==================== ring_router_demux_reg
[src/rtl/ring_router_demux_reg.sv]
// Registered two-way demultiplexer for the debug ring: steers whole DII worms to
// the local port or back onto the ring, decided by the destination in the header flit.
module ring_router_demux_reg (
  input  logic        clk,
  input  logic        rst,
  input  logic [15:0] id_i,
  input  logic [15:0] in_data_i,
  input  logic        in_last_i,
  input  logic        in_valid_i,
  output logic        in_ready_o,
  output logic [15:0] out_local_data_o,
  output logic        out_local_last_o,
  output logic        out_local_valid_o,
  input  logic        out_local_ready_i,
  output logic [15:0] out_ring_data_o,
  output logic        out_ring_last_o,
  output logic        out_ring_valid_o,
  input  logic        out_ring_ready_i
);

  typedef enum logic [1:0] {
    HDR    = 2'd0,
    WLOCAL = 2'd1,
    WRING  = 2'd2
  } state_t;

  state_t      state_q, state_d;
  logic        buf_valid_q, buf_valid_d;
  logic [15:0] buf_data_q, buf_data_d;
  logic        buf_last_q, buf_last_d;
  logic        buf_sel_q, buf_sel_d;   // 1 = LOCAL, 0 = RING
  logic        sel_in;
  logic        sel_ready;
  logic        accept;

  // Only the header is decoded; body flits inherit the selection held in the state.
  always_comb begin
    sel_in = 1'b0;
    unique case (state_q)
      HDR:     sel_in = (in_data_i == id_i);
      WLOCAL:  sel_in = 1'b1;
      WRING:   sel_in = 1'b0;
      default: sel_in = 1'b0;
    endcase
  end

  assign sel_ready  = buf_sel_q ? out_local_ready_i : out_ring_ready_i;
  assign in_ready_o = !buf_valid_q | sel_ready;
  assign accept     = in_valid_i & in_ready_o;

  // State register and output-buffer control (reset only touches control state).
  always_ff @(posedge clk) begin
    if (rst) begin
      state_q     <= HDR;
      buf_valid_q <= 1'b0;
    end else begin
      state_q     <= state_d;
      buf_valid_q <= buf_valid_d;
    end
  end

  always_ff @(posedge clk) begin
    buf_data_q <= buf_data_d;
    buf_last_q <= buf_last_d;
    buf_sel_q  <= buf_sel_d;
  end

  // Next-state: transitions happen only on accepted flits.
  always_comb begin
    state_d = state_q;
    if (accept) begin
      unique case (state_q)
        HDR:           if (!in_last_i) state_d = sel_in ? WLOCAL : WRING;
        WLOCAL, WRING: if (in_last_i) state_d = HDR;
        default:       state_d = HDR;
      endcase
    end
  end

  // Output register: load on accept (covers simultaneous drain+load), else drain.
  always_comb begin
    buf_valid_d = buf_valid_q;
    buf_data_d  = buf_data_q;
    buf_last_d  = buf_last_q;
    buf_sel_d   = buf_sel_q;
    if (accept) begin
      buf_valid_d = 1'b1;
      buf_data_d  = in_data_i;
      buf_last_d  = in_last_i;
      buf_sel_d   = sel_in;
    end else if (buf_valid_q && sel_ready) begin
      buf_valid_d = 1'b0;
    end
  end

  assign out_local_valid_o = buf_valid_q &  buf_sel_q;
  assign out_ring_valid_o  = buf_valid_q & ~buf_sel_q;
  assign out_local_data_o  = buf_data_q;
  assign out_local_last_o  = buf_last_q;
  assign out_ring_data_o   = buf_data_q;
  assign out_ring_last_o   = buf_last_q;

endmodule

[config.mk]
export PLATFORM = sky130hd
export DESIGN_NAME = ring_router_demux_reg
export DESIGN_NICKNAME = d
export VERILOG_FILES = /design/src/rtl/ring_router_demux_reg.sv
export SDC_FILE = /design/constraint.sdc
export NUM_CORES = 1
export LEC_CHECK = 0
export CORE_UTILIZATION = 26
export CTS_BUF_LIST = sky130_fd_sc_hd__clkbuf_4 sky130_fd_sc_hd__clkbuf_8
export DETAILED_ROUTE_END_ITERATION = 8
export GPL_ROUTABILITY_DRIVEN = 0
export SETUP_SLACK_MARGIN = 0.15
export SLEW_MARGIN = 20
export SYNTH_ARGS = -nofsm -noshare
export SYNTH_HDL_FRONTEND = slang
export SYNTH_SLANG_ARGS = --single-unit
export TNS_END_PERCENT = 20
[constraint.sdc]
create_clock -name clk -period 2.7 [get_ports clk]
set_input_delay 0.54 -clock clk [delete_from_list [all_inputs] [get_ports clk]]
set_output_delay 0.54 -clock clk [all_outputs]
set_load 0.05 [all_outputs]
==================== booth2_signed_divider_flat
--- src/rtl/booth2_signed_divider_if.sv ---
// Request/response bundle for the sequential signed divider.
// Handshake: start is taken on a rising edge only while busy=0; done is a one-cycle pulse and results stay valid until the next completion.
interface booth2_signed_divider_if #(
    parameter int N = 4
);
    logic             start;
    logic [2*N-1:0]   dividend;
    logic [N-1:0]     divisor;
    logic             busy;
    logic             done;
    logic [2*N-1:0]   quotient;
    logic [N-1:0]     remainder;
    logic             div_by_zero;
    logic             overflow;

    modport master (
        output start, dividend, divisor,
        input  busy, done, quotient, remainder, div_by_zero, overflow
    );

    modport slave (
        input  start, dividend, divisor,
        output busy, done, quotient, remainder, div_by_zero, overflow
    );
endinterface

--- src/rtl/booth2_signed_divider.sv ---
// Sequential signed divider: restoring division on magnitudes, one quotient bit per clock,
// then a sign fix. 2N-bit dividend / N-bit divisor -> 2N-bit quotient, N-bit remainder.
module booth2_signed_divider #(
    parameter int N = 4
) (
    input  logic                          CLK,
    input  logic                          RST,
    booth2_signed_divider_if.slave        bus,
    output logic [1:0]                    dbg_state
);
    localparam int W  = 2 * N;
    localparam int CW = $clog2(W + 1);

    typedef enum logic [1:0] {
        IDLE = 2'd0,
        CALC = 2'd1,
        FIX  = 2'd2
    } state_t;

    state_t          state, state_n;
    logic [CW-1:0]   cnt;
    logic [W-1:0]    mag_q;
    logic [N-1:0]    dvs_mag;
    logic [N:0]      rem;
    logic            sign_q, sign_r, ovf_pend;

    logic [W-1:0]    quotient_r;
    logic [N-1:0]    remainder_r;
    logic            dbz_r, ovf_r, done_r;

    logic            zero_dvs;
    logic [W-1:0]    dvd_abs;
    logic [N-1:0]    dvs_abs;
    logic [N:0]      rem_sh, rem_diff;
    logic            fits;

    assign zero_dvs = (bus.divisor == '0);
    // |-2^(W-1)| lands exactly on 2^(W-1), which is representable unsigned.
    assign dvd_abs  = bus.dividend[W-1] ? -bus.dividend : bus.dividend;
    assign dvs_abs  = bus.divisor[N-1]  ? -bus.divisor  : bus.divisor;

    assign rem_sh   = {rem[N-1:0], mag_q[W-1]};
    assign rem_diff = rem_sh - {1'b0, dvs_mag};
    assign fits     = (rem_sh >= {1'b0, dvs_mag});

    always_ff @(posedge CLK or negedge RST) begin
        if (!RST) state <= IDLE;
        else      state <= state_n;
    end

    always_comb begin
        state_n = state;
        case (state)
            IDLE:    if (bus.start && !zero_dvs) state_n = CALC;
            CALC:    if (cnt == CW'(1))          state_n = FIX;
            FIX:     state_n = IDLE;
            default: state_n = IDLE;
        endcase
    end

    always_ff @(posedge CLK or negedge RST) begin
        if (!RST) begin
            cnt         <= '0;
            mag_q       <= '0;
            dvs_mag     <= '0;
            rem         <= '0;
            sign_q      <= 1'b0;
            sign_r      <= 1'b0;
            ovf_pend    <= 1'b0;
            quotient_r  <= '0;
            remainder_r <= '0;
            dbz_r       <= 1'b0;
            ovf_r       <= 1'b0;
            done_r      <= 1'b0;
        end else begin
            done_r <= 1'b0;
            case (state)
                IDLE: if (bus.start) begin
                    if (zero_dvs) begin
                        quotient_r  <= '0;
                        remainder_r <= '0;
                        dbz_r       <= 1'b1;
                        ovf_r       <= 1'b0;
                        done_r      <= 1'b1;
                    end else begin
                        mag_q    <= dvd_abs;
                        dvs_mag  <= dvs_abs;
                        sign_q   <= bus.dividend[W-1] ^ bus.divisor[N-1];
                        sign_r   <= bus.dividend[W-1];
                        ovf_pend <= (bus.dividend == {1'b1, {(W-1){1'b0}}}) && (bus.divisor == '1);
                        cnt      <= CW'(W);
                        rem      <= '0;
                    end
                end
                CALC: begin
                    // mag_q doubles as the dividend shifter and the quotient collector.
                    rem   <= fits ? rem_diff : rem_sh;
                    mag_q <= {mag_q[W-2:0], fits};
                    cnt   <= cnt - CW'(1);
                end
                FIX: begin
                    quotient_r  <= sign_q ? -mag_q : mag_q;
                    remainder_r <= sign_r ? -rem[N-1:0] : rem[N-1:0];
                    ovf_r       <= ovf_pend;
                    dbz_r       <= 1'b0;
                    done_r      <= 1'b1;
                end
                default: ;
            endcase
        end
    end

    assign bus.busy        = (state != IDLE);
    assign bus.done        = done_r;
    assign bus.quotient    = quotient_r;
    assign bus.remainder   = remainder_r;
    assign bus.div_by_zero = dbz_r;
    assign bus.overflow    = ovf_r;
    assign dbg_state       = state;
endmodule

--- src/flat_wrapper.sv ---
// flat-port wrapper written by rule: the top's interface ports become plain ports
module booth2_signed_divider_flat 
#(
    parameter int N = 4
)
  (CLK, RST, dbg_state, bus_start, bus_dividend, bus_divisor, bus_busy, bus_done, bus_quotient, bus_remainder, bus_div_by_zero, bus_overflow);
  booth2_signed_divider_if #(.N(N)) bus_i ();
  input  logic CLK;
  input  logic RST;
  output logic [1:0] dbg_state;
  input wire logic [$bits(bus_i.start)-1:0] bus_start;
  input wire logic [$bits(bus_i.dividend)-1:0] bus_dividend;
  input wire logic [$bits(bus_i.divisor)-1:0] bus_divisor;
  output wire logic [$bits(bus_i.busy)-1:0] bus_busy;
  output wire logic [$bits(bus_i.done)-1:0] bus_done;
  output wire logic [$bits(bus_i.quotient)-1:0] bus_quotient;
  output wire logic [$bits(bus_i.remainder)-1:0] bus_remainder;
  output wire logic [$bits(bus_i.div_by_zero)-1:0] bus_div_by_zero;
  output wire logic [$bits(bus_i.overflow)-1:0] bus_overflow;
  assign bus_i.start = bus_start;
  assign bus_i.dividend = bus_dividend;
  assign bus_i.divisor = bus_divisor;
  assign bus_busy = bus_i.busy;
  assign bus_done = bus_i.done;
  assign bus_quotient = bus_i.quotient;
  assign bus_remainder = bus_i.remainder;
  assign bus_div_by_zero = bus_i.div_by_zero;
  assign bus_overflow = bus_i.overflow;
  booth2_signed_divider #(.N(N)) u_core (.CLK(CLK), .RST(RST), .bus(bus_i), .dbg_state(dbg_state));
endmodule
--- config.mk ---
export PLATFORM = sky130hd
export DESIGN_NAME = booth2_signed_divider_flat
export DESIGN_NICKNAME = d
export VERILOG_FILES = /design/src/rtl/booth2_signed_divider_if.sv /design/src/rtl/booth2_signed_divider.sv /design/src/flat_wrapper.sv
export SDC_FILE = /design/constraint.sdc
export NUM_CORES = 1
export LEC_CHECK = 0
export ABC_AREA = 1
export CORE_ASPECT_RATIO = 0.7
export CORE_MARGIN = 5
export CORE_UTILIZATION = 40
export DETAILED_ROUTE_END_ITERATION = 10
export PLACE_DENSITY = 0.63
export SYNTH_ARGS = -nofsm -noshare
export SYNTH_HDL_FRONTEND = slang
export SYNTH_SLANG_ARGS = --single-unit
--- constraint.sdc ---
create_clock -name CLK -period 1.7 [get_ports CLK]
set_input_delay 0.255 -clock CLK [delete_from_list [all_inputs] [get_ports CLK]]
set_output_delay 0.255 -clock CLK [all_outputs]
set_load 0.02 [all_outputs]
==================== lfa_adc_reader
==> config.mk <==
export PLATFORM = sky130hd
export DESIGN_NAME = lfa_adc_reader
export DESIGN_NICKNAME = d
export VERILOG_FILES = /design/src/rtl/lfa_adc_pkg.sv /design/src/rtl/adc_spi_frame.sv /design/src/rtl/lfa_adc_reader.sv
export SDC_FILE = /design/constraint.sdc
export NUM_CORES = 1
export LEC_CHECK = 0
export CAP_MARGIN = 20
export CORE_MARGIN = 5
export CORE_UTILIZATION = 38
export CTS_CLUSTER_SIZE = 40
export DETAILED_ROUTE_END_ITERATION = 12
export GPL_TIMING_DRIVEN = 0
export PLACE_DENSITY = 0.72
export SETUP_SLACK_MARGIN = 0.3
export SLEW_MARGIN = 40
export SYNTH_ARGS = -nofsm -noshare
export SYNTH_HDL_FRONTEND = slang
export SYNTH_SLANG_ARGS = --single-unit
==> constraint.sdc <==
create_clock -name clk_3125KHz -period 5.4 [get_ports clk_3125KHz]
set_input_delay 1.35 -clock clk_3125KHz [delete_from_list [all_inputs] [get_ports clk_3125KHz]]
set_output_delay 1.35 -clock clk_3125KHz [all_outputs]
set_load 0.1 [all_outputs]
==> src/rtl/lfa_adc_pkg.sv <==
// ============================================================================
// Package  : lfa_adc_pkg
// Brief    : Shared types and constants for the LFA ADC128S022 reader.
// Revision : 1.0 - initial release
// ============================================================================
`default_nettype none

package lfa_adc_pkg;

  // Logical sensor selector; the code value 3 is never used.
  typedef enum logic [1:0] {
    LEFT   = 2'd0,
    MIDDLE = 2'd1,
    RIGHT  = 2'd2
  } lfa_ch_t;

  // Top-level sequencing states.
  typedef enum logic [0:0] {
    ST_GAP  = 1'b0,
    ST_CONV = 1'b1
  } lfa_state_t;

  // SCK half-periods in one CS-low frame (16 SCK cycles).
  localparam int FRAME_PHASES = 32;
  localparam int DATA_MSB     = 11;
  localparam int DATA_LSB     = 0;

  // Scan order LEFT -> MIDDLE -> RIGHT -> LEFT.
  function automatic lfa_ch_t next_ch(input lfa_ch_t ch);
    case (ch)
      LEFT:    next_ch = MIDDLE;
      MIDDLE:  next_ch = RIGHT;
      default: next_ch = LEFT;
    endcase
  endfunction

endpackage

`default_nettype wire

==> src/rtl/adc_spi_frame.sv <==
// ============================================================================
// Module   : adc_spi_frame
// Brief    : One CS-low ADC128S022 frame: drives SCK/DIN (channel address)
//            and shifts in the 16-bit DOUT word, returning its 12 data bits.
// Revision : 1.0 - initial release
// ============================================================================
`default_nettype none

module adc_spi_frame
  import lfa_adc_pkg::*;
(
  input  logic                     clk_3125KHz,
  input  logic                     rst_n,
  input  logic                     start,
  input  logic [2:0]               addr,
  input  logic                     adc_dout,
  output logic                     adc_sck,
  output logic                     adc_din,
  output logic                     done,
  output logic [DATA_MSB:DATA_LSB] result
);

  localparam logic [4:0] c_LAST_PHASE = 5'(FRAME_PHASES - 1);

  logic       r_active;
  logic [4:0] r_phase;
  logic [2:0] r_addr;
  // The four leading zero bits of the DOUT word simply fall off the top.
  logic [DATA_MSB:DATA_LSB] r_shift;

  logic [4:0] w_next_phase;
  logic [3:0] w_bit_idx;
  logic       w_din_next;

  assign w_next_phase = r_phase + 5'd1;
  assign w_bit_idx    = w_next_phase[4:1];

  // DIN bit for the SCK cycle being entered: ADD2..ADD0 at bits 2..4, else 0.
  always_comb begin
    w_din_next = 1'b0;
    case (w_bit_idx)
      4'd2:    w_din_next = r_addr[2];
      4'd3:    w_din_next = r_addr[1];
      4'd4:    w_din_next = r_addr[0];
      default: w_din_next = 1'b0;
    endcase
  end

  // Phase counter; SCK falls on even phases (DIN update), rises on odd (sample).
  always_ff @(posedge clk_3125KHz or negedge rst_n) begin
    if (!rst_n) begin
      r_active <= 1'b0;
      r_phase  <= 5'd0;
      r_addr   <= 3'd0;
      r_shift  <= '0;
      adc_sck  <= 1'b1;
      adc_din  <= 1'b0;
    end else if (r_active) begin
      if (r_phase == c_LAST_PHASE) begin
        r_active <= 1'b0;
        r_phase  <= 5'd0;
        adc_sck  <= 1'b1;
        adc_din  <= 1'b0;
      end else begin
        r_phase <= w_next_phase;
        adc_sck <= w_next_phase[0];
        if (w_next_phase[0]) begin
          r_shift <= {r_shift[DATA_MSB-1:DATA_LSB], adc_dout};
        end else begin
          adc_din <= w_din_next;
        end
      end
    end else if (start) begin
      r_active <= 1'b1;
      r_phase  <= 5'd0;
      r_addr   <= addr;
      adc_sck  <= 1'b0;
      adc_din  <= 1'b0;
    end
  end

  assign done   = r_active && (r_phase == c_LAST_PHASE);
  assign result = r_shift;

endmodule

`default_nettype wire

==> src/rtl/lfa_adc_reader.sv <==
// ============================================================================
// Module   : lfa_adc_reader
// Brief    : Continuously scans the left/middle/right line-sensor channels of
//            an ADC128S022 and presents registered 12-bit readings plus a
//            one-cycle data_valid strobe after each RIGHT update.
// Config   : LFA_ADC_FILTER_EN - when defined, each output is written as
//            (new + old) >> 1; the first write after reset is unfiltered.
// Revision : 1.0 - initial release
// ============================================================================
`default_nettype none

module lfa_adc_reader
  import lfa_adc_pkg::*;
#(
  parameter logic [2:0] CH_LEFT    = 3'd3,
  parameter logic [2:0] CH_MIDDLE  = 3'd2,
  parameter logic [2:0] CH_RIGHT   = 3'd1,
  parameter int         GAP_CYCLES = 2
) (
  input  logic                     clk_3125KHz,
  input  logic                     rst_n,
  input  logic                     adc_dout,
  output logic                     adc_cs_n,
  output logic                     adc_sck,
  output logic                     adc_din,
  output logic [DATA_MSB:DATA_LSB] left,
  output logic [DATA_MSB:DATA_LSB] middle,
  output logic [DATA_MSB:DATA_LSB] right,
  output logic                     data_valid
);

  localparam logic [3:0] c_GAP_LAST = 4'(GAP_CYCLES - 1);

  lfa_state_t r_state;
  logic [3:0] r_gap_cnt;
  lfa_ch_t    r_ch;
  lfa_ch_t    r_prev_ch;
  logic       r_primed;

  logic                     w_start;
  logic                     w_done;
  logic [2:0]               w_addr;
  logic [DATA_MSB:DATA_LSB] w_result;
  logic [DATA_MSB:DATA_LSB] w_wr_val;

  assign w_start = (r_state == ST_GAP) && (r_gap_cnt == c_GAP_LAST);

  // Map the logical sensor being addressed to its ADC channel code.
  always_comb begin
    w_addr = CH_RIGHT;
    case (r_ch)
      LEFT:    w_addr = CH_LEFT;
      MIDDLE:  w_addr = CH_MIDDLE;
      default: w_addr = CH_RIGHT;
    endcase
  end

  adc_spi_frame u_frame (
    .clk_3125KHz (clk_3125KHz),
    .rst_n       (rst_n),
    .start       (w_start),
    .addr        (w_addr),
    .adc_dout    (adc_dout),
    .adc_sck     (adc_sck),
    .adc_din     (adc_din),
    .done        (w_done),
    .result      (w_result)
  );

  // GAP/CONV sequencing, chip select and the one-frame-behind channel pipeline.
  always_ff @(posedge clk_3125KHz or negedge rst_n) begin
    if (!rst_n) begin
      r_state   <= ST_GAP;
      r_gap_cnt <= 4'd0;
      adc_cs_n  <= 1'b1;
      r_ch      <= LEFT;
      r_prev_ch <= LEFT;
      r_primed  <= 1'b0;
    end else begin
      case (r_state)
        ST_GAP: begin
          if (w_start) begin
            r_state   <= ST_CONV;
            r_gap_cnt <= 4'd0;
            adc_cs_n  <= 1'b0;
          end else begin
            r_gap_cnt <= r_gap_cnt + 4'd1;
          end
        end
        ST_CONV: begin
          if (w_done) begin
            r_state   <= ST_GAP;
            adc_cs_n  <= 1'b1;
            r_prev_ch <= r_ch;
            r_ch      <= next_ch(r_ch);
            r_primed  <= 1'b1;
          end
        end
        default: r_state <= ST_GAP;
      endcase
    end
  end

`ifdef LFA_ADC_FILTER_EN
  logic [2:0]               r_seen;
  logic [DATA_MSB:DATA_LSB] w_old;
  logic                     w_first;
  logic [DATA_MSB+1:0]      w_sum;

  // Previous value and first-write flag of the output about to be written.
  always_comb begin
    w_old   = left;
    w_first = ~r_seen[0];
    case (r_prev_ch)
      MIDDLE: begin
        w_old   = middle;
        w_first = ~r_seen[1];
      end
      RIGHT: begin
        w_old   = right;
        w_first = ~r_seen[2];
      end
      default: begin
        w_old   = left;
        w_first = ~r_seen[0];
      end
    endcase
  end

  assign w_sum    = {1'b0, w_result} + {1'b0, w_old};
  assign w_wr_val = w_first ? w_result : w_sum[DATA_MSB+1:DATA_LSB+1];
`else
  assign w_wr_val = w_result;
`endif

  // Result of each frame lands in the output of the channel addressed one frame earlier.
  always_ff @(posedge clk_3125KHz or negedge rst_n) begin
    if (!rst_n) begin
      left       <= '0;
      middle     <= '0;
      right      <= '0;
      data_valid <= 1'b0;
`ifdef LFA_ADC_FILTER_EN
      r_seen     <= 3'b000;
`endif
    end else begin
      data_valid <= 1'b0;
      if (w_done && r_primed) begin
        case (r_prev_ch)
          LEFT:   left   <= w_wr_val;
          MIDDLE: middle <= w_wr_val;
          RIGHT: begin
            right      <= w_wr_val;
            data_valid <= 1'b1;
          end
          default: ;
        endcase
`ifdef LFA_ADC_FILTER_EN
        case (r_prev_ch)
          LEFT:    r_seen[0] <= 1'b1;
          MIDDLE:  r_seen[1] <= 1'b1;
          RIGHT:   r_seen[2] <= 1'b1;
          default: ;
        endcase
`endif
      end
    end
  end

endmodule

`default_nettype wire

==================== shared_result_collector
$ cat config.mk
export PLATFORM = sky130hd
export DESIGN_NAME = shared_result_collector
export DESIGN_NICKNAME = d
export VERILOG_FILES = /design/src/rtl/shared_result_collector.sv
export SDC_FILE = /design/constraint.sdc
export NUM_CORES = 1
export LEC_CHECK = 0
export CAP_MARGIN = 5
export CORE_MARGIN = 1.5
export CORE_UTILIZATION = 40
export DETAILED_ROUTE_END_ITERATION = 8
export GPL_ROUTABILITY_DRIVEN = 0
export SLEW_MARGIN = 30
export SYNTH_ARGS = -nofsm -noshare
export SYNTH_HDL_FRONTEND = slang
export SYNTH_SLANG_ARGS = --single-unit
export TNS_END_PERCENT = 1
$ cat constraint.sdc
create_clock -name clk -period 4.1 [get_ports clk]
set_clock_uncertainty 0.1 [all_clocks]
set_input_delay 0.41 -clock clk [delete_from_list [all_inputs] [get_ports clk]]
set_output_delay 0.41 -clock clk [all_outputs]
set_load 0.03 [all_outputs]
$ cat src/rtl/shared_result_collector.sv
// Two-lane result collector: per-lane FIFOs with stall back to the producer,
// round-robin merge into one registered, lane-tagged output stream with flush echo.

module shared_result_collector_fifo #(
  parameter int DATA_W = 32,
  parameter int DEPTH  = 2
) (
  input  logic              clk,
  input  logic              reset,
  input  logic              push_i,
  input  logic              pop_i,
  input  logic              flush_i,
  input  logic [DATA_W-1:0] wdata_i,
  output logic [DATA_W-1:0] head_o,
  output logic              empty_o,
  output logic              full_o
);
  localparam int AW = $clog2(DEPTH);
  localparam int CW = AW + 1;

  logic [DATA_W-1:0] mem_q [DEPTH];
  logic [AW-1:0]     rd_q, rd_d, wr_q, wr_d;
  logic [CW-1:0]     cnt_q, cnt_d;

  // Pointers wrap for free because DEPTH is a power of two.
  always_comb begin
    rd_d  = rd_q;
    wr_d  = wr_q;
    cnt_d = cnt_q;
    if (flush_i) begin
      rd_d  = '0;
      wr_d  = '0;
      cnt_d = '0;
    end else begin
      if (push_i) wr_d = wr_q + AW'(1);
      if (pop_i)  rd_d = rd_q + AW'(1);
      if (push_i && !pop_i)      cnt_d = cnt_q + CW'(1);
      else if (!push_i && pop_i) cnt_d = cnt_q - CW'(1);
    end
  end

  always_ff @(posedge clk or negedge reset) begin
    if (!reset) begin
      rd_q  <= '0;
      wr_q  <= '0;
      cnt_q <= '0;
    end else begin
      rd_q  <= rd_d;
      wr_q  <= wr_d;
      cnt_q <= cnt_d;
    end
  end

  always_ff @(posedge clk) begin
    if (push_i && !flush_i) mem_q[wr_q] <= wdata_i;
  end

  assign head_o  = mem_q[rd_q];
  assign empty_o = (cnt_q == '0);
  assign full_o  = (cnt_q == CW'(DEPTH));
endmodule

module shared_result_collector #(
  parameter int DATA_W = 32,
  parameter int DEPTH  = 2
) (
  input  logic              clk,
  input  logic              reset,
  input  logic              in_valid_1,
  input  logic [DATA_W-1:0] in_data_1,
  input  logic              in_flush_1,
  output logic              out_stall_1,
  input  logic              in_valid_2,
  input  logic [DATA_W-1:0] in_data_2,
  input  logic              in_flush_2,
  output logic              out_stall_2,
  output logic              out_valid,
  output logic [DATA_W-1:0] out_data,
  output logic              out_lane,
  output logic [1:0]        out_flush,
  input  logic              in_stall
);
  logic              push_1, push_2, pop_1, pop_2;
  logic              empty_1, empty_2;
  logic [DATA_W-1:0] head_1, head_2;
  logic              cand_1, cand_2, sel, load;

  logic              valid_q, valid_d;
  logic [DATA_W-1:0] data_q, data_d;
  logic              lane_q, lane_d;
  logic [1:0]        flush_q, flush_d;
  logic              rr_last_q, rr_last_d;

  assign push_1 = in_valid_1 && !out_stall_1 && !in_flush_1;
  assign push_2 = in_valid_2 && !out_stall_2 && !in_flush_2;
  assign cand_1 = !empty_1 && !in_flush_1;
  assign cand_2 = !empty_2 && !in_flush_2;
  assign load   = !(valid_q && in_stall);

  // sel: 0 = lane 1, 1 = lane 2; on contention the lane not served last wins.
  always_comb begin
    sel = 1'b0;
    if (cand_1 && cand_2) sel = !rr_last_q;
    else if (cand_2)      sel = 1'b1;
  end

  assign pop_1 = load && cand_1 && !sel;
  assign pop_2 = load && cand_2 && sel;

  shared_result_collector_fifo #(.DATA_W(DATA_W), .DEPTH(DEPTH)) u_fifo_1 (
    .clk     (clk),
    .reset   (reset),
    .push_i  (push_1),
    .pop_i   (pop_1),
    .flush_i (in_flush_1),
    .wdata_i (in_data_1),
    .head_o  (head_1),
    .empty_o (empty_1),
    .full_o  (out_stall_1)
  );

  shared_result_collector_fifo #(.DATA_W(DATA_W), .DEPTH(DEPTH)) u_fifo_2 (
    .clk     (clk),
    .reset   (reset),
    .push_i  (push_2),
    .pop_i   (pop_2),
    .flush_i (in_flush_2),
    .wdata_i (in_data_2),
    .head_o  (head_2),
    .empty_o (empty_2),
    .full_o  (out_stall_2)
  );

  always_comb begin
    valid_d   = valid_q;
    data_d    = data_q;
    lane_d    = lane_q;
    rr_last_d = rr_last_q;
    flush_d   = {in_flush_2, in_flush_1};
    if (load) begin
      if (cand_1 || cand_2) begin
        valid_d   = 1'b1;
        data_d    = sel ? head_2 : head_1;
        lane_d    = sel;
        rr_last_d = sel;
      end else begin
        valid_d = 1'b0;
      end
    end else if ((in_flush_1 && !lane_q) || (in_flush_2 && lane_q)) begin
      // A flush of the held beat's lane overrides downstream stall.
      valid_d = 1'b0;
    end
  end

  always_ff @(posedge clk or negedge reset) begin
    if (!reset) begin
      valid_q   <= 1'b0;
      data_q    <= '0;
      lane_q    <= 1'b0;
      flush_q   <= 2'b00;
      rr_last_q <= 1'b1;
    end else begin
      valid_q   <= valid_d;
      data_q    <= data_d;
      lane_q    <= lane_d;
      flush_q   <= flush_d;
      rr_last_q <= rr_last_d;
    end
  end

  assign out_valid = valid_q;
  assign out_data  = data_q;
  assign out_lane  = lane_q;
  assign out_flush = flush_q;
endmodule

booth2_signed_divider_flat, cells by drive strength:
(4 px per um)
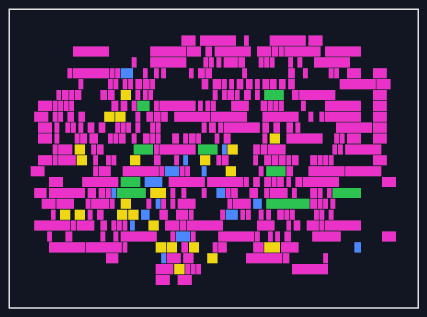
size	color	cells	share
drive 6 and up	green	9	2.4%
drive 3 to 4	yellow	23	6.2%
drive 2	blue	16	4.3%
drive 1 or less	magenta	325	87%

==> impl_metrics.tcl, booth2_signed_divider_flat <==
# implementation run metrics
set metrics [dict create \
    vias_per_cell 4.804 \
    cts_hold_buf 1 \
    wl_per_cell_um 12.98 \
    drive_above_1_share 0.1287 \
    cp_slowest_stage_delay_ps 640 \
    crit_arrival_ps 1380 \
    post-route-util 0.5303 \
    io_buffers 32 \
    nets 399 \
    synthFlopType "dfrtp_1" \
    comb_power_share 0.545 \
    grt_setup_unrepaired "yes" \
    skew_ps 11.38 \
    ys_ff 40 \
    ioPinCount 33 \
    regArea_um2 1001 \
    die_h_um 74.30 \
    worst-path-stages 1 \
    async_flop_share 1.000 \
    floorplan.nets 344 \
    grt_pass1_wl_um 10070 \
    status "complete, no violations" \
    power_switching_mw 2.397 \
    met3_usage 0.03843 \
]
-- booth2_signed_divider_flat: routing by layer --
layer	routed length [um]	share of wire
met1	3081	0.53
met2	2422	0.42
met3	275	0.047
met4	35	0.0060
met5	0	0
-- booth2_signed_divider_flat: kinds of logic after synthesis --
group / count (synthesis) / synth area share
buffers and inverters: 54 / 0.09957
AND-OR/OR-AND: 46 / 0.1070
AND/OR/NAND/NOR: 161 / 0.2881
XOR/XNOR: 4 / 0.01483
flip-flops: 40 / 0.4237
adder cells (fa/ha/maj): 12 / 0.06674
-- booth2_signed_divider_flat: registers in the layout (all words and copies together) (netlist names) --
signal,flops
u_core.dvs_mag,4
u_core.bus.quotient,8
u_core.bus.overflow,1
u_core.bus.remainder,4
u_core.cnt,4
u_core.sign_q,1
u_core.rem,4
u_core.mag_q,8
u_core.ovf_pend,1
u_core.sign_r,1
u_core.dbg_state,2
u_core.bus.div_by_zero,1
u_core.bus.done,1
-- booth2_signed_divider_flat: final cells by class --
type,count,share of cell area
clock buffer,5,0.02266
clock inverter,3,0.01525
inverter,47,0.05810
multi-input combinational,223,0.3733
sequential,40,0.3296
tap,75,0.03090
timing repair buffer,55,0.1702
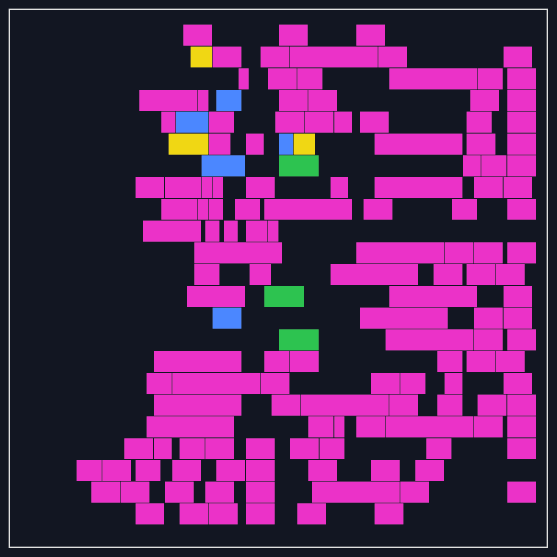
ring_router_demux_reg: cells by drive strength
(8 px per um)
size	color	cells	share
drive 2	blue	5	3.4%
drive 6 and up	green	3	2.0%
drive 1 or less	magenta	137	93%
drive 3 to 4	yellow	3	2.0%

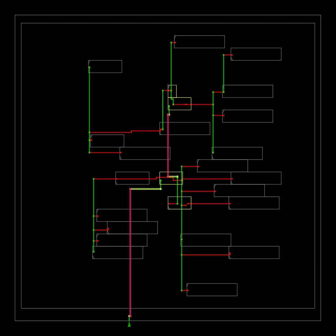
ring_router_demux_reg: the clock network
flop count: 21
clock tree sinks: 21
CTS Buf Count: 3
P_clk: 206 uW
Late-Pin Clk Latency: 260 ps

==> impl_metrics.tcl, ring_router_demux_reg <==
# implementation run metrics
set metrics [dict create \
    use_met2 0.2163 \
    grt_setup_unrepaired "no" \
    cp-startpoint "out_local_ready_i" \
    synth.avg_cell_area_um2 12.80 \
    synthTopCellsByArea "edfxtp_1 (49%), buf_4 (12%), xnor2_1 (8.8%)" \
    ant_nets 0 \
    edf_count 18 \
    status "complete, no violations" \
    clk_pin_slew_ps 80 \
    crit_arrival_ps 1710 \
    cp_top_family "buffers and inverters" \
    power.density_nw_per_um2 490.1 \
    p_seq_uw 387 \
    path_cells "clkdlybuf4s50_1 > mux2i_1 > nand2_1 > buf_4" \
    p_int_uw 608.2 \
    fin_crit_sh 0.8341 \
    final_layout_top_logic_cell "clkdlybuf4s50_1" \
    area_growth_pct 66.36 \
    chipArea_um2 4499 \
    fin_setup_tns_ps 0 \
]
-- ring_router_demux_reg: layout make-up --
| cell class | instances | area (um2) | share of cell area |
|---|---|---|---|
| Inverter | 4 | 15.01 | 0.008197 |
| Clock inverter | 1 | 5.005 | 0.002732 |
| Clock buffer | 3 | 41.29 | 0.02254 |
| Timing Repair Buffer | 75 | 745.7 | 0.4071 |
| Multi-Input combinational cell | 44 | 361.6 | 0.1974 |
| Tap cell | 50 | 62.56 | 0.03415 |
| Sequential cell | 21 | 600.6 | 0.3279 |
-- ring_router_demux_reg: flip-flops by register name, indices dropped and copies added (netlist names) --
name	flops
out_local_data_o	16
state_q	2
buf_sel_q	1
buf_valid_q	1
out_local_last_o	1
-- ring_router_demux_reg: metrics by stage --
stage          instances  utilization  setup slack, ps  cell area, um2
6_report             198       0.4547            447.9            1832
5_1_grt              198       0.4547            345.8            1832
4_1_cts              198       0.4547            437.4            1832
3_5_place_dp         194       0.4432            376.2            1785
3_3_place_gp         194       0.4432            417.2            1785
2_1_floorplan         86            -            662.0            1101
-- ring_router_demux_reg: metal layers --
metal  wire, um  share of wire
met5          0              0
met4         41          0.016
met3        212          0.082
met2       1366           0.53
met1        968           0.37
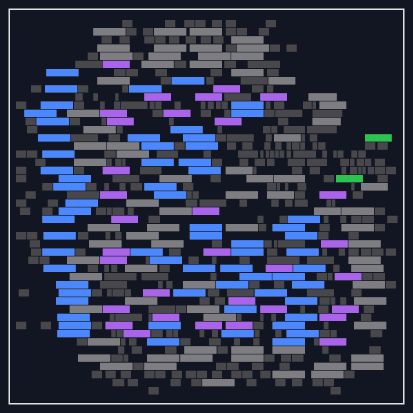
shared_result_collector: where the registers sit
(3 px per um)
signal	color	flops
`u_fifo_1.mem_q`	blue	64
`u_fifo_1.cnt_q`	green	2
`out_data`	purple	32
not colored	75

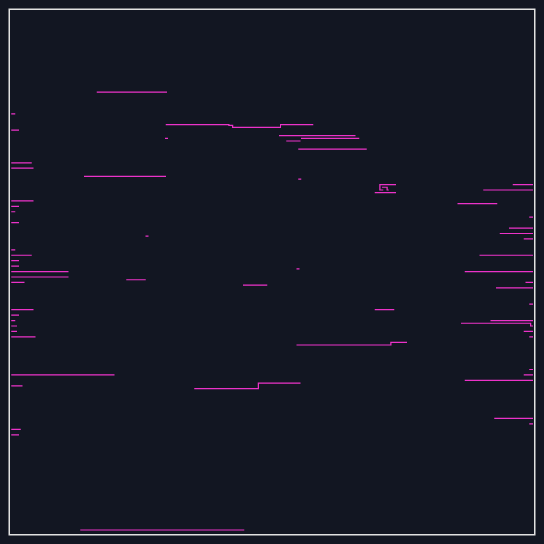
shared_result_collector: M3 wires
(4 px per um)
main direction	horizontal
share of all routed wire	3.8%
longest straight run	40.7 um
nets with wire on the layer	56
wire length on this layer	507 um

==> impl_metrics.tcl, shared_result_collector <==
# implementation run metrics
set metrics [dict create \
    rr_worst_depth 4 \
    status "finished, violations left" \
    mux_share 0.1036 \
    whs_ps -13.69 \
    setup_ws_ps 1696 \
    worst_setup_path_end_kind "output port" \
    hold_viol 11 \
    ctsResizeCount 0 \
    cp-startpoint "u_fifo_2.cnt_q[1]" \
    ys_cells 378 \
    fin_setup_tns_ps 0 \
    cp_slowest_stage_delay_ps 730 \
    warnings 26 \
    post-route-util 0.5353 \
    chipArea_um2 17160 \
    antenna_cells 0 \
    violations "negative hold slack" \
]
-- shared_result_collector: worst reg2reg max path, delay by kind of cell (launching register included) --
kind / cells / cell delay, ps
buffers and inverters: 1 / 300
flip-flops: 1 / 440
AND/OR/NAND/NOR: 3 / 1200
-- shared_result_collector: power breakdown --
group	internal [mW]	total, mW	switching (mW)
clock network	1.01	1.65	0.631
logic	0.472	1.03	0.556
registers	2.09	2.25	0.160
total	3.58	4.92	1.35
-- shared_result_collector: cells in the final DEF, fill, tap and decap left out, types with 6 or more instances in the layout --
| master | instances |
|---|---|
| dfrtp_1 | 42 |
| mux2i_1 | 33 |
| clkbuf_16 | 17 |
| buf_4 | 6 |
| clkdlybuf4s50_1 | 107 |
| o22ai_1 | 31 |
| nor2_1 | 7 |
| edfxtp_1 | 128 |
| a21oi_1 | 36 |
| mux2_2 | 31 |
-- shared_result_collector: final cells by class --
cell class / instances / area (um2) / area share
timing repair buffer: 118 / 1216 / 0.1425
clock inverter: 12 / 168.9 / 0.01979
multi-input combinational: 183 / 1459 / 0.1709
sequential: 173 / 4976 / 0.5831
inverter: 2 / 7.507 / 0.0008796
tap: 216 / 270.3 / 0.03167
clock buffer: 20 / 436.7 / 0.05117
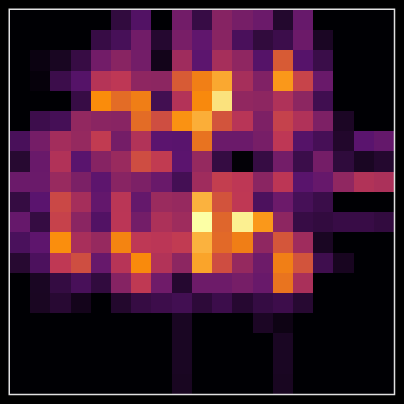
lfa_adc_reader: routed metal per tile
(4 px per um) 19 x 19 tiles, from black (low) to pale yellow (high), scaled to the fullest tile. Values are wire area over tile area, all layers added.
fullest tile	0.38
mean over tiles	0.087
nearly empty tiles	34%

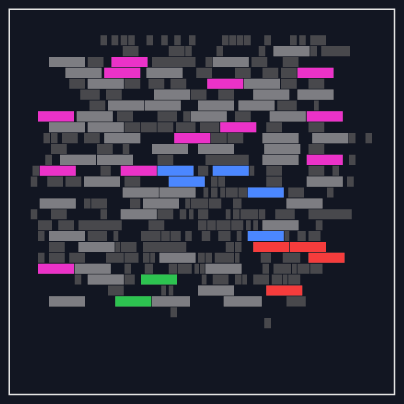
lfa_adc_reader: where the registers sit
(4 px per um)
signal	color	flops
`r_gap_cnt`	red	4
`r_ch`	green	2
`u_frame.r_phase`	blue	5
`right`	magenta	12
not colored	47

==> impl_metrics.tcl, lfa_adc_reader <==
# implementation run metrics
set metrics [dict create \
    dp.cells 338 \
    hold_end "adc_cs_n" \
    placed_cell_area_um2 3173 \
    firstDrtPassIters 4 \
    syn-cell-area_um2 2808 \
    fin_crit_sh 0.4885 \
    die_h_um 95.96 \
    status "complete, no violations" \
    io_buffers 42 \
    hold_path.class "flip-flop to flip-flop" \
    nFillCells 681 \
    use_met1 0.1705 \
    first_global_vias 1695 \
    ctsHtreeMaxLevel 3 \
    synthFlopType "dfrtp_1" \
]
==> lfa_adc_reader: placed cells by master (no fill, tap or decap), types with 3 or more instances in the layout <==
| master | count |
|---|---|
| dfrtp_1 | 68 |
| mux2_2 | 50 |
| buf_2 | 42 |
| nand2_1 | 15 |
| o21ai_0 | 10 |
| clkbuf_8 | 9 |
| bufinv_16 | 5 |
| nor2_1 | 4 |
| ha_1 | 4 |
| inv_1 | 3 |
| buf_6 | 3 |
| nand2b_1 | 3 |
| a21o_1 | 3 |
==> lfa_adc_reader: cell type report <==
cell class	count	area (um2)	area share
sequential	70	1754	0.5076
multi-input combinational	116	991.0	0.2867
timing repair buffer	43	241.5	0.06988
clock inverter	6	158.9	0.04598
clock buffer	9	123.9	0.03584
tap	99	123.9	0.03584
buffer	7	51.30	0.01484
inverter	3	11.26	0.003259
==> lfa_adc_reader: kinds of logic after synthesis <==
logic type                 after synthesis
adders and majority gates                4
buffers and inverters                   10
xor gates and xnor gates                 4
DFF                                     70
AOI/OAI and AO/OA                       17
muxes                                   52
and+or+nand+nor                         39

==================== irig_b_encoder_param
`config.mk`:
```
export PLATFORM = sky130hd
export DESIGN_NAME = irig_b_encoder_param
export DESIGN_NICKNAME = d
export VERILOG_FILES = /design/src/rtl/irig_b_encoder_param.sv
export SDC_FILE = /design/constraint.sdc
export NUM_CORES = 1
export LEC_CHECK = 0
export ABC_AREA = 0
export CORE_MARGIN = 5
export CORE_UTILIZATION = 40
export CTS_BUF_LIST = sky130_fd_sc_hd__clkbuf_8
export CTS_CLUSTER_DIAMETER = 200
export CTS_CLUSTER_SIZE = 10
export DETAILED_ROUTE_END_ITERATION = 7
export HOLD_SLACK_MARGIN = 0.05
export PLACE_DENSITY_LB_ADDON = 0.15
export SYNTH_ARGS = -nofsm -noshare
export SYNTH_HDL_FRONTEND = slang
export SYNTH_SLANG_ARGS = --single-unit
```
`constraint.sdc`:
```
create_clock -name clk -period 6.1 [get_ports clk]
set_input_delay 0.915 -clock clk [delete_from_list [all_inputs] [get_ports clk]]
set_output_delay 0.915 -clock clk [all_outputs]
set_load 0.1 [all_outputs]
```
`src/rtl/irig_b_encoder_param.sv`:
```
`default_nettype none
// ============================================================================
//  Module   : irig_b_encoder_param
//  Purpose  : Parametrised IRIG-B (B00x, DC-level) time-code encoder. Latches
//             BCD time/date and control bits on each PPS edge, derives
//             straight-binary seconds by shift-add, and emits the 100-bit
//             pulse-width frame a fixed delay after PPS.
//  Revision : 1.0  initial release
// ============================================================================
module irig_b_encoder_param #(
  parameter int CLK_HZ        = 50000000,
  parameter int PPS_DELAY_CYC = 16,
  parameter bit CF_EN         = 1'b1
) (
  input  logic        clk,
  input  logic        _rst,
  input  logic        enable,
  input  logic        pps,
  input  logic [7:0]  sec_bcd,
  input  logic [7:0]  min_bcd,
  input  logic [7:0]  hour_bcd,
  input  logic [11:0] day_bcd,
  input  logic [7:0]  year_bcd,
  input  logic [17:0] cf_bits,
  output logic        out,
  output logic        frame_start,
  output logic [6:0]  bit_idx,
  output logic        busy,
  output logic        pps_err,
  output logic        pps_miss
);

  localparam int c_bit_cyc = CLK_HZ / 100;
  localparam int c_cyc_w   = $clog2(c_bit_cyc);
  localparam int c_dly_w   = $clog2(PPS_DELAY_CYC + 1);

  localparam logic [c_cyc_w-1:0] c_cyc_one  = c_cyc_w'(1);
  localparam logic [c_cyc_w-1:0] c_cyc_last = c_cyc_w'(c_bit_cyc - 1);
  localparam logic [c_cyc_w-1:0] c_w_mark   = c_cyc_w'(4 * c_bit_cyc / 5);
  localparam logic [c_cyc_w-1:0] c_w_one    = c_cyc_w'(c_bit_cyc / 2);
  localparam logic [c_cyc_w-1:0] c_w_zero   = c_cyc_w'(c_bit_cyc / 5);
  localparam logic [c_dly_w-1:0] c_dly_one  = c_dly_w'(1);
  localparam logic [c_dly_w-1:0] c_dly_hit  = c_dly_w'(PPS_DELAY_CYC - 1);
  localparam logic [6:0]         c_idx_one  = 7'd1;
  localparam logic [6:0]         c_last_bit = 7'd99;

  // Position markers: bit 0 (Pr) and every bit ending in 9.
  function automatic logic [99:0] f_marker_mask();
    logic [99:0] m;
    m    = '0;
    m[0] = 1'b1;
    for (int i = 9; i < 100; i += 10) m[i] = 1'b1;
    return m;
  endfunction
  localparam logic [99:0] c_marker = f_marker_mask();

  typedef enum logic [2:0] {
    S_IDLE = 3'd0,
    S_CAPT = 3'd1,
    S_CALC = 3'd2,
    S_WAIT = 3'd3,
    S_RUN  = 3'd4
  } state_t;

  state_t               r_state;
  logic                 r_pps_s1, r_pps_s2, r_pps_d, r_pps_edge;
  logic                 w_edge;
  logic [2:0]           r_step;
  logic [7:0]           r_sh_sec, r_sh_min, r_sh_hour, r_sh_year;
  logic [11:0]          r_sh_day;
  logic [17:0]          r_sh_cf, w_cf;
  logic [7:0]           r_h, r_m, r_s;
  logic [16:0]          r_acc;
  logic [99:0]          w_frame, r_frame;
  logic [c_cyc_w-1:0]   r_cyc, w_width;
  logic [c_dly_w-1:0]   r_dly_cnt;
  logic                 r_dly_act;
  logic                 w_unused;

  // Two-flop PPS synchroniser followed by a registered rising-edge detect
  always_ff @(posedge clk or negedge _rst) begin
    if (!_rst) begin
      r_pps_s1   <= 1'b0;
      r_pps_s2   <= 1'b0;
      r_pps_d    <= 1'b0;
      r_pps_edge <= 1'b0;
    end else begin
      r_pps_s1   <= pps;
      r_pps_s2   <= r_pps_s1;
      r_pps_d    <= r_pps_s2;
      r_pps_edge <= r_pps_s2 & ~r_pps_d;
    end
  end

  // An edge seen while disabled is discarded.
  assign w_edge = r_pps_edge & enable;

  // Capture (step 1) then four shift-add steps building SBS; runs in the
  // background so it can overlap bit 99 of the previous frame.
  always_ff @(posedge clk or negedge _rst) begin
    if (!_rst) begin
      r_step    <= 3'd0;
      r_sh_sec  <= '0;
      r_sh_min  <= '0;
      r_sh_hour <= '0;
      r_sh_day  <= '0;
      r_sh_year <= '0;
      r_sh_cf   <= '0;
      r_h       <= '0;
      r_m       <= '0;
      r_s       <= '0;
      r_acc     <= '0;
    end else if (!enable) begin
      r_step <= 3'd0;
    end else if (w_edge) begin
      r_step <= 3'd1;
    end else begin
      case (r_step)
        3'd1: begin
          r_sh_sec  <= sec_bcd;
          r_sh_min  <= min_bcd;
          r_sh_hour <= hour_bcd;
          r_sh_day  <= day_bcd;
          r_sh_year <= year_bcd;
          r_sh_cf   <= cf_bits;
          r_step    <= 3'd2;
        end
        3'd2: begin
          // 10*tens = 8*tens + 2*tens
          r_h    <= {1'b0, r_sh_hour[7:4], 3'b000} + {3'b000, r_sh_hour[7:4], 1'b0} + {4'b0000, r_sh_hour[3:0]};
          r_m    <= {1'b0, r_sh_min[7:4], 3'b000}  + {3'b000, r_sh_min[7:4], 1'b0}  + {4'b0000, r_sh_min[3:0]};
          r_s    <= {1'b0, r_sh_sec[7:4], 3'b000}  + {3'b000, r_sh_sec[7:4], 1'b0}  + {4'b0000, r_sh_sec[3:0]};
          r_step <= 3'd3;
        end
        3'd3: begin
          // 3600 = 2048 + 1024 + 512 + 16, truncated to 17 bits
          r_acc  <= {r_h[5:0], 11'b0} + {r_h[6:0], 10'b0} + {r_h, 9'b0} + {5'b0, r_h, 4'b0};
          r_step <= 3'd4;
        end
        3'd4: begin
          // 60 = 32 + 16 + 8 + 4
          r_acc  <= r_acc + {4'b0, r_m, 5'b0} + {5'b0, r_m, 4'b0} + {6'b0, r_m, 3'b0} + {7'b0, r_m, 2'b0};
          r_step <= 3'd5;
        end
        3'd5: begin
          r_acc  <= r_acc + {9'b0, r_s};
          r_step <= 3'd0;
        end
        default: r_step <= 3'd0;
      endcase
    end
  end

  generate
    if (CF_EN) begin : g_cf_on
      assign w_cf = r_sh_cf;
    end else begin : g_cf_off
      assign w_cf = '0;
    end
  endgenerate

  // Upper BCD bits beyond the frame field widths are not transmitted.
  assign w_unused = ^{r_sh_day[11:10], r_sh_cf};

  // Map shadow fields onto frame bit positions (markers carry no data bit)
  always_comb begin
    w_frame        = '0;
    w_frame[4:1]   = r_sh_sec[3:0];
    w_frame[8:6]   = r_sh_sec[6:4];
    w_frame[13:10] = r_sh_min[3:0];
    w_frame[17:15] = r_sh_min[6:4];
    w_frame[23:20] = r_sh_hour[3:0];
    w_frame[26:25] = r_sh_hour[5:4];
    w_frame[33:30] = r_sh_day[3:0];
    w_frame[38:35] = r_sh_day[7:4];
    w_frame[41:40] = r_sh_day[9:8];
    w_frame[53:50] = r_sh_year[3:0];
    w_frame[58:55] = r_sh_year[7:4];
    w_frame[68:60] = w_cf[8:0];
    w_frame[78:70] = w_cf[17:9];
    w_frame[88:80] = r_acc[8:0];
    w_frame[97:90] = r_acc[16:9];
  end

  // High-time of the bit currently being sent
  always_comb begin
    if (c_marker[bit_idx])      w_width = c_w_mark;
    else if (r_frame[bit_idx])  w_width = c_w_one;
    else                        w_width = c_w_zero;
  end

  // Frame sequencer: PPS handling, start delay, bit/cycle counters, outputs
  always_ff @(posedge clk or negedge _rst) begin
    if (!_rst) begin
      r_state     <= S_IDLE;
      r_dly_cnt   <= '0;
      r_dly_act   <= 1'b0;
      r_cyc       <= '0;
      r_frame     <= '0;
      out         <= 1'b0;
      frame_start <= 1'b0;
      bit_idx     <= '0;
      busy        <= 1'b0;
      pps_err     <= 1'b0;
      pps_miss    <= 1'b0;
    end else begin
      frame_start <= 1'b0;
      pps_err     <= 1'b0;
      pps_miss    <= 1'b0;
      if (!enable) begin
        r_state   <= S_IDLE;
        r_dly_act <= 1'b0;
        r_dly_cnt <= '0;
        r_cyc     <= '0;
        out       <= 1'b0;
        busy      <= 1'b0;
        bit_idx   <= '0;
      end else begin
        if (r_dly_act) r_dly_cnt <= r_dly_cnt + c_dly_one;
        case (r_state)
          S_CAPT: r_state <= S_CALC;
          S_CALC: if (r_step == 3'd5) r_state <= S_WAIT;
          S_RUN: begin
            if (r_cyc == c_cyc_last) begin
              r_cyc <= '0;
              if (bit_idx == c_last_bit) begin
                out     <= 1'b0;
                busy    <= 1'b0;
                bit_idx <= '0;
                if (r_dly_act || w_edge) begin
                  r_state <= S_WAIT;
                end else begin
                  r_state  <= S_IDLE;
                  pps_miss <= 1'b1;
                end
              end else begin
                bit_idx <= bit_idx + c_idx_one;
                out     <= 1'b1;
              end
            end else begin
              r_cyc <= r_cyc + c_cyc_one;
              out   <= (r_cyc + c_cyc_one) < w_width;
            end
          end
          default: ;
        endcase

        if (w_edge) begin
          // A new second restarts capture and the start delay; mid-frame
          // it also aborts the frame being sent.
          r_dly_act <= 1'b1;
          r_dly_cnt <= c_dly_one;
          if (r_state != S_RUN) begin
            r_state <= S_CAPT;
          end else if (bit_idx != c_last_bit) begin
            r_state <= S_CAPT;
            pps_err <= 1'b1;
            out     <= 1'b0;
            busy    <= 1'b0;
            bit_idx <= '0;
            r_cyc   <= '0;
          end
        end else if (r_dly_act && (r_dly_cnt == c_dly_hit)) begin
          // Start of frame; truncates bit 99 if it is still running.
          r_dly_act   <= 1'b0;
          r_frame     <= w_frame;
          r_state     <= S_RUN;
          r_cyc       <= '0;
          bit_idx     <= '0;
          out         <= 1'b1;
          busy        <= 1'b1;
          frame_start <= 1'b1;
        end
      end
    end
  end

endmodule
`default_nettype wire

```
==> impl_metrics.tcl <==
# implementation run metrics
set metrics [dict create \
    critPathKind "flip-flop to flip-flop" \
    comb_share 0.4837 \
    ioPinCount 78 \
    n_all_buffers 84 \
    cp_slowest_cell "dfrtp_1" \
    final_cell_area_um2 14560 \
    ys_area_um2 13060 \
    clk_path_buf_depth 3 \
    hold_viol 0 \
    drive_above_1_share 0.1058 \
    antenna_found_initial 0 \
    inverters 59 \
    tightest_slew_ps 1168 \
    adder_share 0.1317 \
    crit_arrival_ps 5000 \
    power.density_nw_per_um2 466.8 \
    relSlewSlack 0.2215 \
    status "complete, no violations" \
    lay_top_cells "nand2_1 (272), dfrtp_1 (221), ha_1 (83), mux2_2 (82), clkdlybuf4s50_1 (74)" \
    regArea_um2 5530 \
    area_growth_pct 11.54 \
    placed_cell_area_um2 14180 \
    mux_share 0.08969 \
    crit_required_ps 6610 \
    grt_overflow 0 \
    async_flop_share 1.000 \
    critical_path_buf_inv_count 1 \
    ant_nets 0 \
    worst-r2r-setup-slack_ps 1610 \
]
==> layer usage <==
metal  global-route usage  vias up  share of wire
li1                     -     4629              -
met1               0.2494     4646           0.49
met2               0.2770      162           0.46
met3              0.02398       43          0.034
met4              0.03867        0          0.021
met5                    0        -              0
==> cell usage after synthesis (10+ instances only) <==
master,n
ha_1,83
a21o_1,14
fa_1,34
nor2b_1,15
inv_1,56
a211oi_1,14
xor2_1,35
nand2b_1,11
nand3_1,26
o21ai_0,57
clkbuf_1,42
a31oi_1,14
nand4_1,10
nor3_1,19
nor2_1,73
a21oi_1,49
nand2_1,272
mux2_2,82
buf_2,16
dfrtp_1,221
and3_1,14
xnor2_1,32
==> metrics by stage <==
step / std cells / hold slack [ps] / setup WS (ps)
4_1_cts: 1812 / 178.6 / 1623
6_report: 1812 / 202.3 / 1612
3_5_place_dp: 1783 / 345.9 / 1641
2_1_floorplan: 1320 / 331.2 / 1779
5_1_grt: 1812 / 206.4 / 1142
3_3_place_gp: 1783 / 338.8 / 1690
==> where the power goes <==
group,internal [mW],total [mW],switching (mW)
clock network,0.385,0.919,0.534
logic,1.78,3.88,2.10
registers,1.70,2.00,0.303
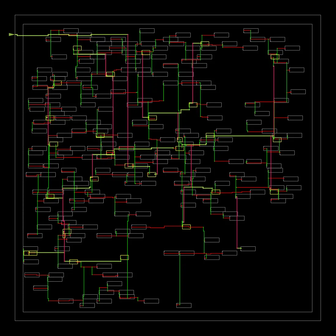
irig_b_encoder_param: the clock network
Late-Pin Clk Latency: 570 ps
CTS Buf Count: 26
clock tree sinks: 221



==> screenshots <==
Where the registers sit.
panel A
(4 px per um)
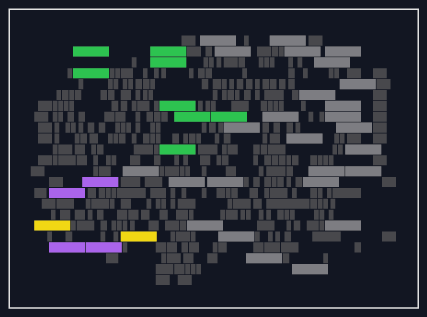
panel B
(6 px per um)
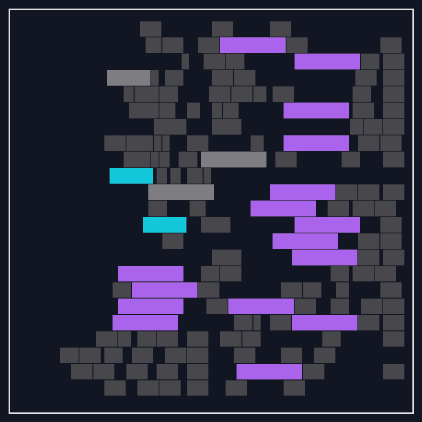
panel C
(2 px per um)
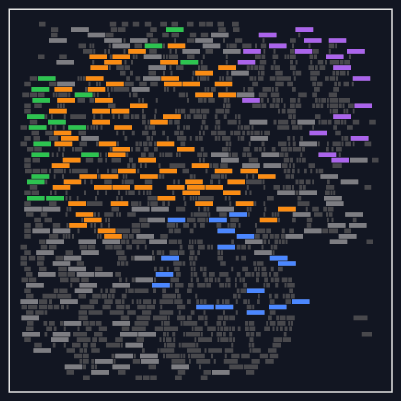
booth2_signed_divider_flat: panel A
irig_b_encoder_param: panel C
ring_router_demux_reg: panel B
- most sequential cells: panel C
- largest die: panel C

Key to panel C:
signal	color	flops
`r_cyc`	purple	19
`r_frame`	orange	73
`r_sh_cf`	green	18
`r_acc`	blue	17
not colored	94


==> gallery <==
Cells by drive strength.
Plate I
(4 px per um)
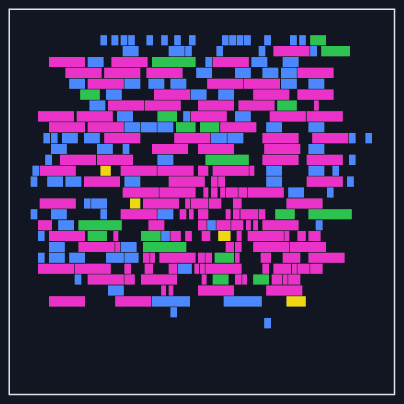
Plate II
(4 px per um)
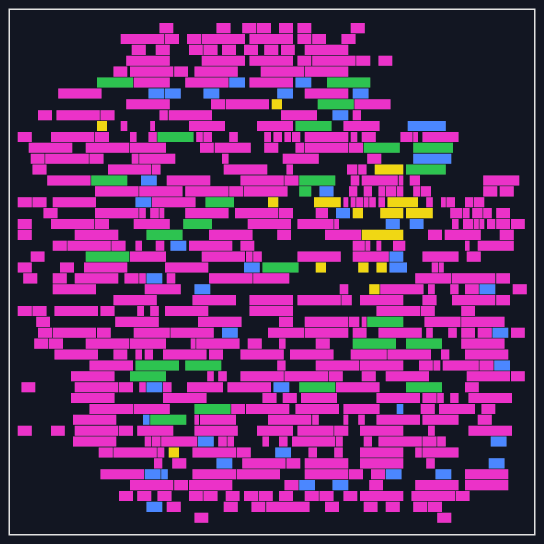
Plate III
(2 px per um)
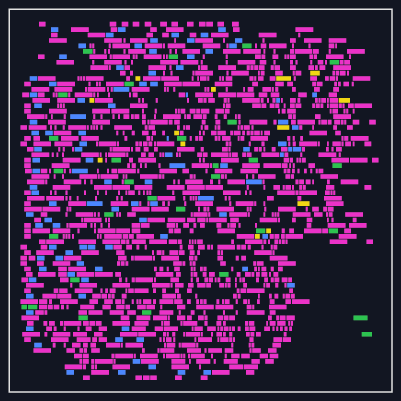
Plate III is irig_b_encoder_param.
Plate II is shared_result_collector.
Plate I is lfa_adc_reader.
Of these, fewest cells: Plate I
Of these, smallest die: Plate I

Key to Plate III:
size	color	cells	share
drive 6 and up	green	30	2.2%
drive 1 or less	magenta	1225	89%
drive 2	blue	102	7.4%
drive 3 to 4	yellow	13	0.95%

Power is estimated from default activity; no workload was simulated.
